# ---- design 1 ----
Figure 1. Sequential cells grouped by signal name (design 1).
Drawn at 2 px/µm. Other sequential cells in the stronger gray, the rest of the logic in the fainter gray.
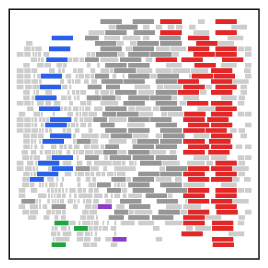
$ cat config.mk
export PLATFORM = sky130hd
export DESIGN_NAME = fetch_queue
export DESIGN_NICKNAME = d
export VERILOG_FILES = /design/src/rtl/fetch_queue.sv
export SDC_FILE = /design/constraint.sdc
export NUM_CORES = 1
export LEC_CHECK = 0
export CORE_MARGIN = 3
export CORE_UTILIZATION = 53
export CTS_CLUSTER_SIZE = 30
export DETAILED_ROUTE_END_ITERATION = 6
export PLACE_DENSITY = 0.79
export RECOVER_POWER = 50
export SYNTH_ARGS = -nofsm -noshare
export SYNTH_HDL_FRONTEND = slang
export SYNTH_SLANG_ARGS = --single-unit
$ cat constraint.sdc
create_clock -name clk -period 3.33 [get_ports clk]
set_clock_uncertainty 0.1 [all_clocks]
set_input_delay 0.8325 -clock clk [delete_from_list [all_inputs] [get_ports clk]]
set_output_delay 0.8325 -clock clk [all_outputs]
set_load 0.02 [all_outputs]
$ cat src/rtl/fetch_queue.sv
// Instruction prefetcher: issues PC-driven word reads over a req/ack port and
// buffers returned words in a DEPTH-entry queue for decode; redirects flush it.
module fetch_queue #(
  parameter int WIDTH = 16,
  parameter int DEPTH = 4,
  localparam int CW = $clog2(DEPTH) + 1
) (
  input  logic             clk,
  input  logic             rst,
  input  logic [WIDTH-1:0] RST_VEC,
  output logic             mem_req,
  output logic [WIDTH-1:0] mem_addr,
  input  logic             mem_ack,
  input  logic [WIDTH-1:0] mem_rdata,
  input  logic             redirect,
  input  logic [WIDTH-1:0] redirect_pc,
  output logic             ir_valid,
  output logic [WIDTH-1:0] ir_word,
  output logic [WIDTH-1:0] ir_pc,
  input  logic             ir_ready,
  output logic [WIDTH-1:0] fetch_pc,
  output logic [CW-1:0]    count
);

  localparam int AW = $clog2(DEPTH);
  localparam logic [CW-1:0] DEPTH_C = CW'(DEPTH);

  typedef enum logic [1:0] {IDLE, WAIT, DISCARD} state_e;

  state_e           state_q, state_d;
  logic [WIDTH-1:0] fetch_pc_q, fetch_pc_d;
  logic [WIDTH-1:0] addr_q, addr_d;
  logic [CW-1:0]    count_q, count_d;
  logic [AW-1:0]    wr_ptr_q, wr_ptr_d;
  logic [AW-1:0]    rd_ptr_q, rd_ptr_d;
  logic [WIDTH-1:0] word_q [DEPTH];
  logic [WIDTH-1:0] pc_q   [DEPTH];

  logic             push, pop, flush;
  logic [CW-1:0]    cnt_nx;
  logic [WIDTH-1:0] pc_inc, redir_pc;

  assign ir_valid = (count_q != '0);
  assign pop      = ir_valid & ir_ready;
  assign cnt_nx   = count_q - CW'(pop);
  assign pc_inc   = fetch_pc_q + WIDTH'(2);
  assign redir_pc = {redirect_pc[WIDTH-1:1], 1'b0};

  always_comb begin
    state_d    = state_q;
    fetch_pc_d = fetch_pc_q;
    addr_d     = addr_q;
    push       = 1'b0;
    flush      = 1'b0;
    unique case (state_q)
      IDLE: begin
        if (redirect) begin
          flush      = 1'b1;
          fetch_pc_d = redir_pc;
        end else if (cnt_nx < DEPTH_C) begin
          state_d = WAIT;
          addr_d  = fetch_pc_q;
        end
      end
      WAIT: begin
        if (redirect) begin
          flush      = 1'b1;
          fetch_pc_d = redir_pc;
          state_d    = mem_ack ? IDLE : DISCARD;
        end else if (mem_ack) begin
          push       = 1'b1;
          fetch_pc_d = pc_inc;
          // Keep the request asserted only if a slot stays reserved for it.
          if ((cnt_nx + CW'(1)) < DEPTH_C) begin
            addr_d = pc_inc;
          end else begin
            state_d = IDLE;
          end
        end
      end
      DISCARD: begin
        if (redirect) begin
          flush      = 1'b1;
          fetch_pc_d = redir_pc;
        end
        if (mem_ack) state_d = IDLE;
      end
      default: state_d = IDLE;
    endcase
  end

  always_comb begin
    count_d  = count_q;
    wr_ptr_d = wr_ptr_q;
    rd_ptr_d = rd_ptr_q;
    if (flush) begin
      count_d  = '0;
      wr_ptr_d = '0;
      rd_ptr_d = '0;
    end else begin
      if (push) wr_ptr_d = wr_ptr_q + AW'(1);
      if (pop)  rd_ptr_d = rd_ptr_q + AW'(1);
      if (push && !pop)      count_d = count_q + CW'(1);
      else if (!push && pop) count_d = count_q - CW'(1);
    end
  end

  always_ff @(posedge clk) begin
    if (rst) begin
      state_q    <= IDLE;
      fetch_pc_q <= {RST_VEC[WIDTH-1:1], 1'b0};
      addr_q     <= '0;
      count_q    <= '0;
      wr_ptr_q   <= '0;
      rd_ptr_q   <= '0;
    end else begin
      state_q    <= state_d;
      fetch_pc_q <= fetch_pc_d;
      addr_q     <= addr_d;
      count_q    <= count_d;
      wr_ptr_q   <= wr_ptr_d;
      rd_ptr_q   <= rd_ptr_d;
    end
  end

  // Queue storage carries no reset; entries are only observed while counted.
  always_ff @(posedge clk) begin
    if (push) begin
      word_q[wr_ptr_q] <= mem_rdata;
      pc_q[wr_ptr_q]   <= addr_q;
    end
  end

  assign mem_req  = (state_q == WAIT) || (state_q == DISCARD);
  assign mem_addr = addr_q;
  assign ir_word  = word_q[rd_ptr_q];
  assign ir_pc    = pc_q[rd_ptr_q];
  assign fetch_pc = fetch_pc_q;
  assign count    = count_q;

endmodule

==> impl_metrics.env <==
# yosys + openroad results
export IMPL_ys_sh_xor_pct=3.67
export IMPL_netlist_instances=483
export IMPL_comb_cells=271
export IMPL_ys_cells=483
export IMPL_final_nets=677
export IMPL_crit_slowest_cell="mux4_2"
export IMPL_layout_min_cycle_time_ns=3.09
export IMPL_cts_root_buf="clkbuf_16"
export IMPL_layout_drive_gt1_share_pct=15.2
export IMPL_antenna_cells=0
export IMPL_ir_drop_uv=397
export IMPL_rr_startpoint="count[2]"
export IMPL_wl_mm=15.5
export IMPL_status="finished clean"
export IMPL_taps=176
export IMPL_clkPwrFrac_pct=33.6
export IMPL_grt_pass1_vias=4601
export IMPL_cts_max_level=4
export IMPL_setup_viol=0
export IMPL_use_met2_pct=36.3
export IMPL_reg2regPathDepth=10
export IMPL_grt_util_met1_pct=26.4
export IMPL_n_all_buffers=140
export IMPL_power_leakage_nw=3.09
export IMPL_final_common_cell="edfxtp_1"
export IMPL_fp_util_pct=55.0
export IMPL_drcViolationCount=0
export IMPL_die_h_um=124
export IMPL_synthTopLogicFamily="multiplexers"
export IMPL_wl_met2_mm=7.88
export IMPL_rows=42
## Picture notes: Figure 1
| color | netlist name | sequential cells |
|---|---|---|
| green | `count` | 3 |
| red | `word_q` | 64 |
| blue | `fetch_pc` | 16 |
| purple | `rd_ptr_q` | 2 |
not colored: 86
Seq. cell area: 4860 µm²
flop share of the area: 51.5%


# ---- design 2 ----
Figure 2. Cell classes on the final placement (design 2).
Drawn at 4 px/µm.
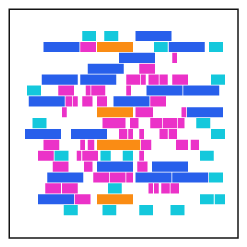
Figure 3. Routed clock nets over the placement (design 2).
Drawn at 4 px/µm.
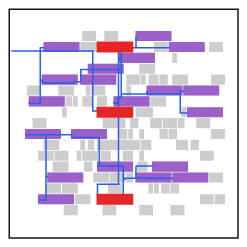
Figure 4. Sequential cells grouped by signal name (design 2).
Drawn at 4 px/µm. Other sequential cells in the stronger gray, the rest of the logic in the fainter gray.
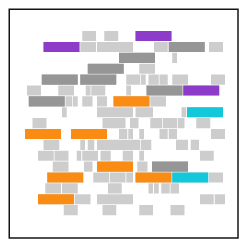
`src/rtl/seq_log2_pkg.sv`:
```
// Shared constants for the power-of-two generator / floor-log2 encoder pair.
// Widths live here so both stages stay matched.
package seq_log2_pkg;

  localparam int SEQ_WIDTH = 7;
  localparam int SEQ_LOGW  = 3;

  localparam logic [1:0] ST_IDLE  = 2'd0;
  localparam logic [1:0] ST_SHIFT = 2'd1;
  localparam logic [1:0] ST_DONE  = 2'd2;

endpackage

```
`src/rtl/seq_log2.sv`:
```
// Iterative floor-log2 encoder: shifts the captured value right until only
// bit 0 can remain, counting shifts and remembering any 1 that fell off.
module seq_log2
  import seq_log2_pkg::*;
#(
  parameter int WIDTH = SEQ_WIDTH,
  parameter int LOGW  = SEQ_LOGW
) (
  input  logic             clk,
  input  logic             rst_n,
  input  logic             start,
  input  logic [WIDTH-1:0] din,
  output logic             busy,
  output logic             done,
  output logic [LOGW-1:0]  log,
  output logic             onehot,
  output logic             zero,
  output logic [1:0]       state
);

  // Handshake: start (with din) is accepted on a rising edge only while
  // state is IDLE or DONE; busy stays high until the result edge, and done
  // is a one-cycle pulse during which log/onehot/zero are valid. They hold
  // afterwards until the next done. start while busy is dropped.

  logic [WIDTH-1:0] sr;
  logic [LOGW-1:0]  cnt;
  logic             drop;

  always_ff @(posedge clk or negedge rst_n) begin
    if (!rst_n) begin
      state  <= ST_IDLE;
      sr     <= '0;
      cnt    <= '0;
      drop   <= 1'b0;
      busy   <= 1'b0;
      done   <= 1'b0;
      log    <= '0;
      onehot <= 1'b0;
      zero   <= 1'b0;
    end else begin
      done <= 1'b0;
      case (state)
        ST_IDLE, ST_DONE: begin
          if (start) begin
            sr    <= din;
            cnt   <= '0;
            drop  <= 1'b0;
            busy  <= 1'b1;
            state <= ST_SHIFT;
          end else begin
            state <= ST_IDLE;
          end
        end
        ST_SHIFT: begin
          // Only bit 0 left: the count is the index of the top set bit.
          if (sr[WIDTH-1:1] == '0) begin
            log    <= cnt;
            zero   <= (sr == '0);
            onehot <= sr[0] && !drop;
            busy   <= 1'b0;
            done   <= 1'b1;
            state  <= ST_DONE;
          end else begin
            sr   <= sr >> 1;
            cnt  <= cnt + LOGW'(1);
            drop <= drop | sr[0];
          end
        end
        default: begin
          busy  <= 1'b0;
          state <= ST_IDLE;
        end
      endcase
    end
  end

endmodule

```
`config.mk`:
```
export PLATFORM = sky130hd
export DESIGN_NAME = seq_log2
export DESIGN_NICKNAME = d
export VERILOG_FILES = /design/src/rtl/seq_log2_pkg.sv /design/src/rtl/seq_log2.sv
export SDC_FILE = /design/constraint.sdc
export NUM_CORES = 1
export LEC_CHECK = 0
export ABC_AREA = 0
export CAP_MARGIN = 20
export CORE_MARGIN = 3
export CORE_UTILIZATION = 35
export CTS_BUF_LIST = sky130_fd_sc_hd__clkbuf_16
export CTS_CLUSTER_SIZE = 12
export DETAILED_ROUTE_END_ITERATION = 10
export PLACE_DENSITY = 0.57
export SYNTH_ARGS = -nofsm -noshare
export SYNTH_HDL_FRONTEND = slang
export SYNTH_SLANG_ARGS = --single-unit
export TNS_END_PERCENT = 100
```
`constraint.sdc`:
```
create_clock -name clk -period 2.5 [get_ports clk]
set_clock_uncertainty 0.1 [all_clocks]
set_input_delay 0.5 -clock clk [delete_from_list [all_inputs] [get_ports clk]]
set_output_delay 0.5 -clock clk [all_outputs]
set_load 0.01 [all_outputs]
```
==> impl_metrics.env <==
# yosys + openroad results
export IMPL_status="finished clean"
export IMPL_cts_max_level=1
export IMPL_ys_cells=74
export IMPL_worstSetupStartpoint="sr[3]"
export IMPL_die_area_um2=3230
export IMPL_grt_most_used_layer="met2"
export IMPL_combGateArea_um2=385
export IMPL_holdPathEnd="onehot"
export IMPL_rr_startpoint="sr[3]"
export IMPL_cp_data_arrival_time_ns=1.99
export IMPL_synth_nets=85
export IMPL_cts_max_path_buffers=2
export IMPL_crit_path_end="sr[0]"
export IMPL_r2r_end="sr[0]"
export IMPL_p_total_mw=1.72
export IMPL_cts_root_buf="clkbuf_16"
export IMPL_crit_cells=3
export IMPL_critPathMaxFanout=10
export IMPL_comb_share_pct=31.0
export IMPL_port_buffers=18
export IMPL_synth_cellmix_adderShare_pct=1.38
export IMPL_max_cap_violations=0
export IMPL_ir_drop_uv=589
export IMPL_synthAoiAreaFrac_pct=10.1
export IMPL_p_sw_uw=542
export IMPL_comb_power_uw=706
export IMPL_synthTopLogicFamily="multiplexers"
export IMPL_cts_resized=0
export IMPL_placed_cells=122
Notes on Figure 2 above:
| color | class | cells | share of their area |
|---|---|---|---|
| cyan | remaining buffers and delay cells | 21 | 17% |
| magenta | remaining logic cells | 53 | 33% |
| orange | clock drivers and dummy loads | 4 | 8.7% |
| blue | registers | 20 | 41% |
flop share of the area: 40.2%
final core occ: 53.2%
core area: 2340 µm²
Rows: 17
Final Instance Area: 1240 µm²

Notes on Figure 3 above:
[blue] clock wires | length: 263 µm
[red] clock-net drivers | count: 3
[purple] flip-flops | count: 20
routed clock nets: 4
Clk pwr share: 25.2%
Latency at later pin: 0.25 ns

Notes on Figure 4 above:
| color | netlist name | sequential cells |
|---|---|---|
| orange | `sr` | 7 |
| purple | `log` | 3 |
| cyan | `state` | 2 |
not colored: 8
Seq. cell area: 500 µm²
sequential power: 582 µW



==> gallery <==
Wires at chosen ports, followed through buffers.
(a)
Drawn at 4 px/µm.
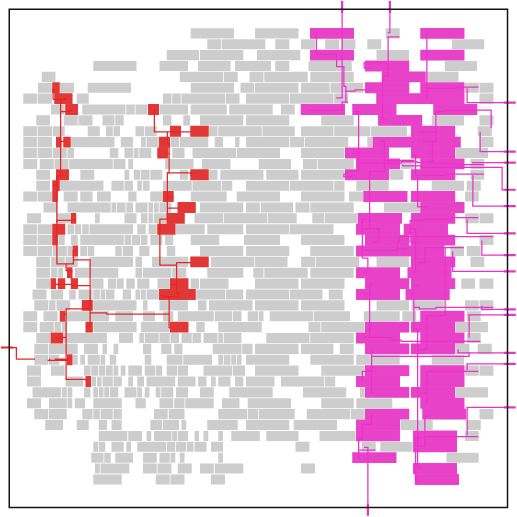
(b)
Drawn at 8 px/µm.
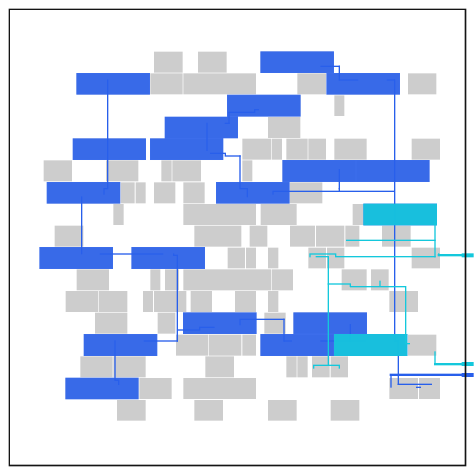
| from | picture |
|---|---|
| design 1 | (a) |
| design 2 | (b) |
The one with the most cells is (a).
The one with the largest die is (a).

Power and IR drop assume default switching activity.
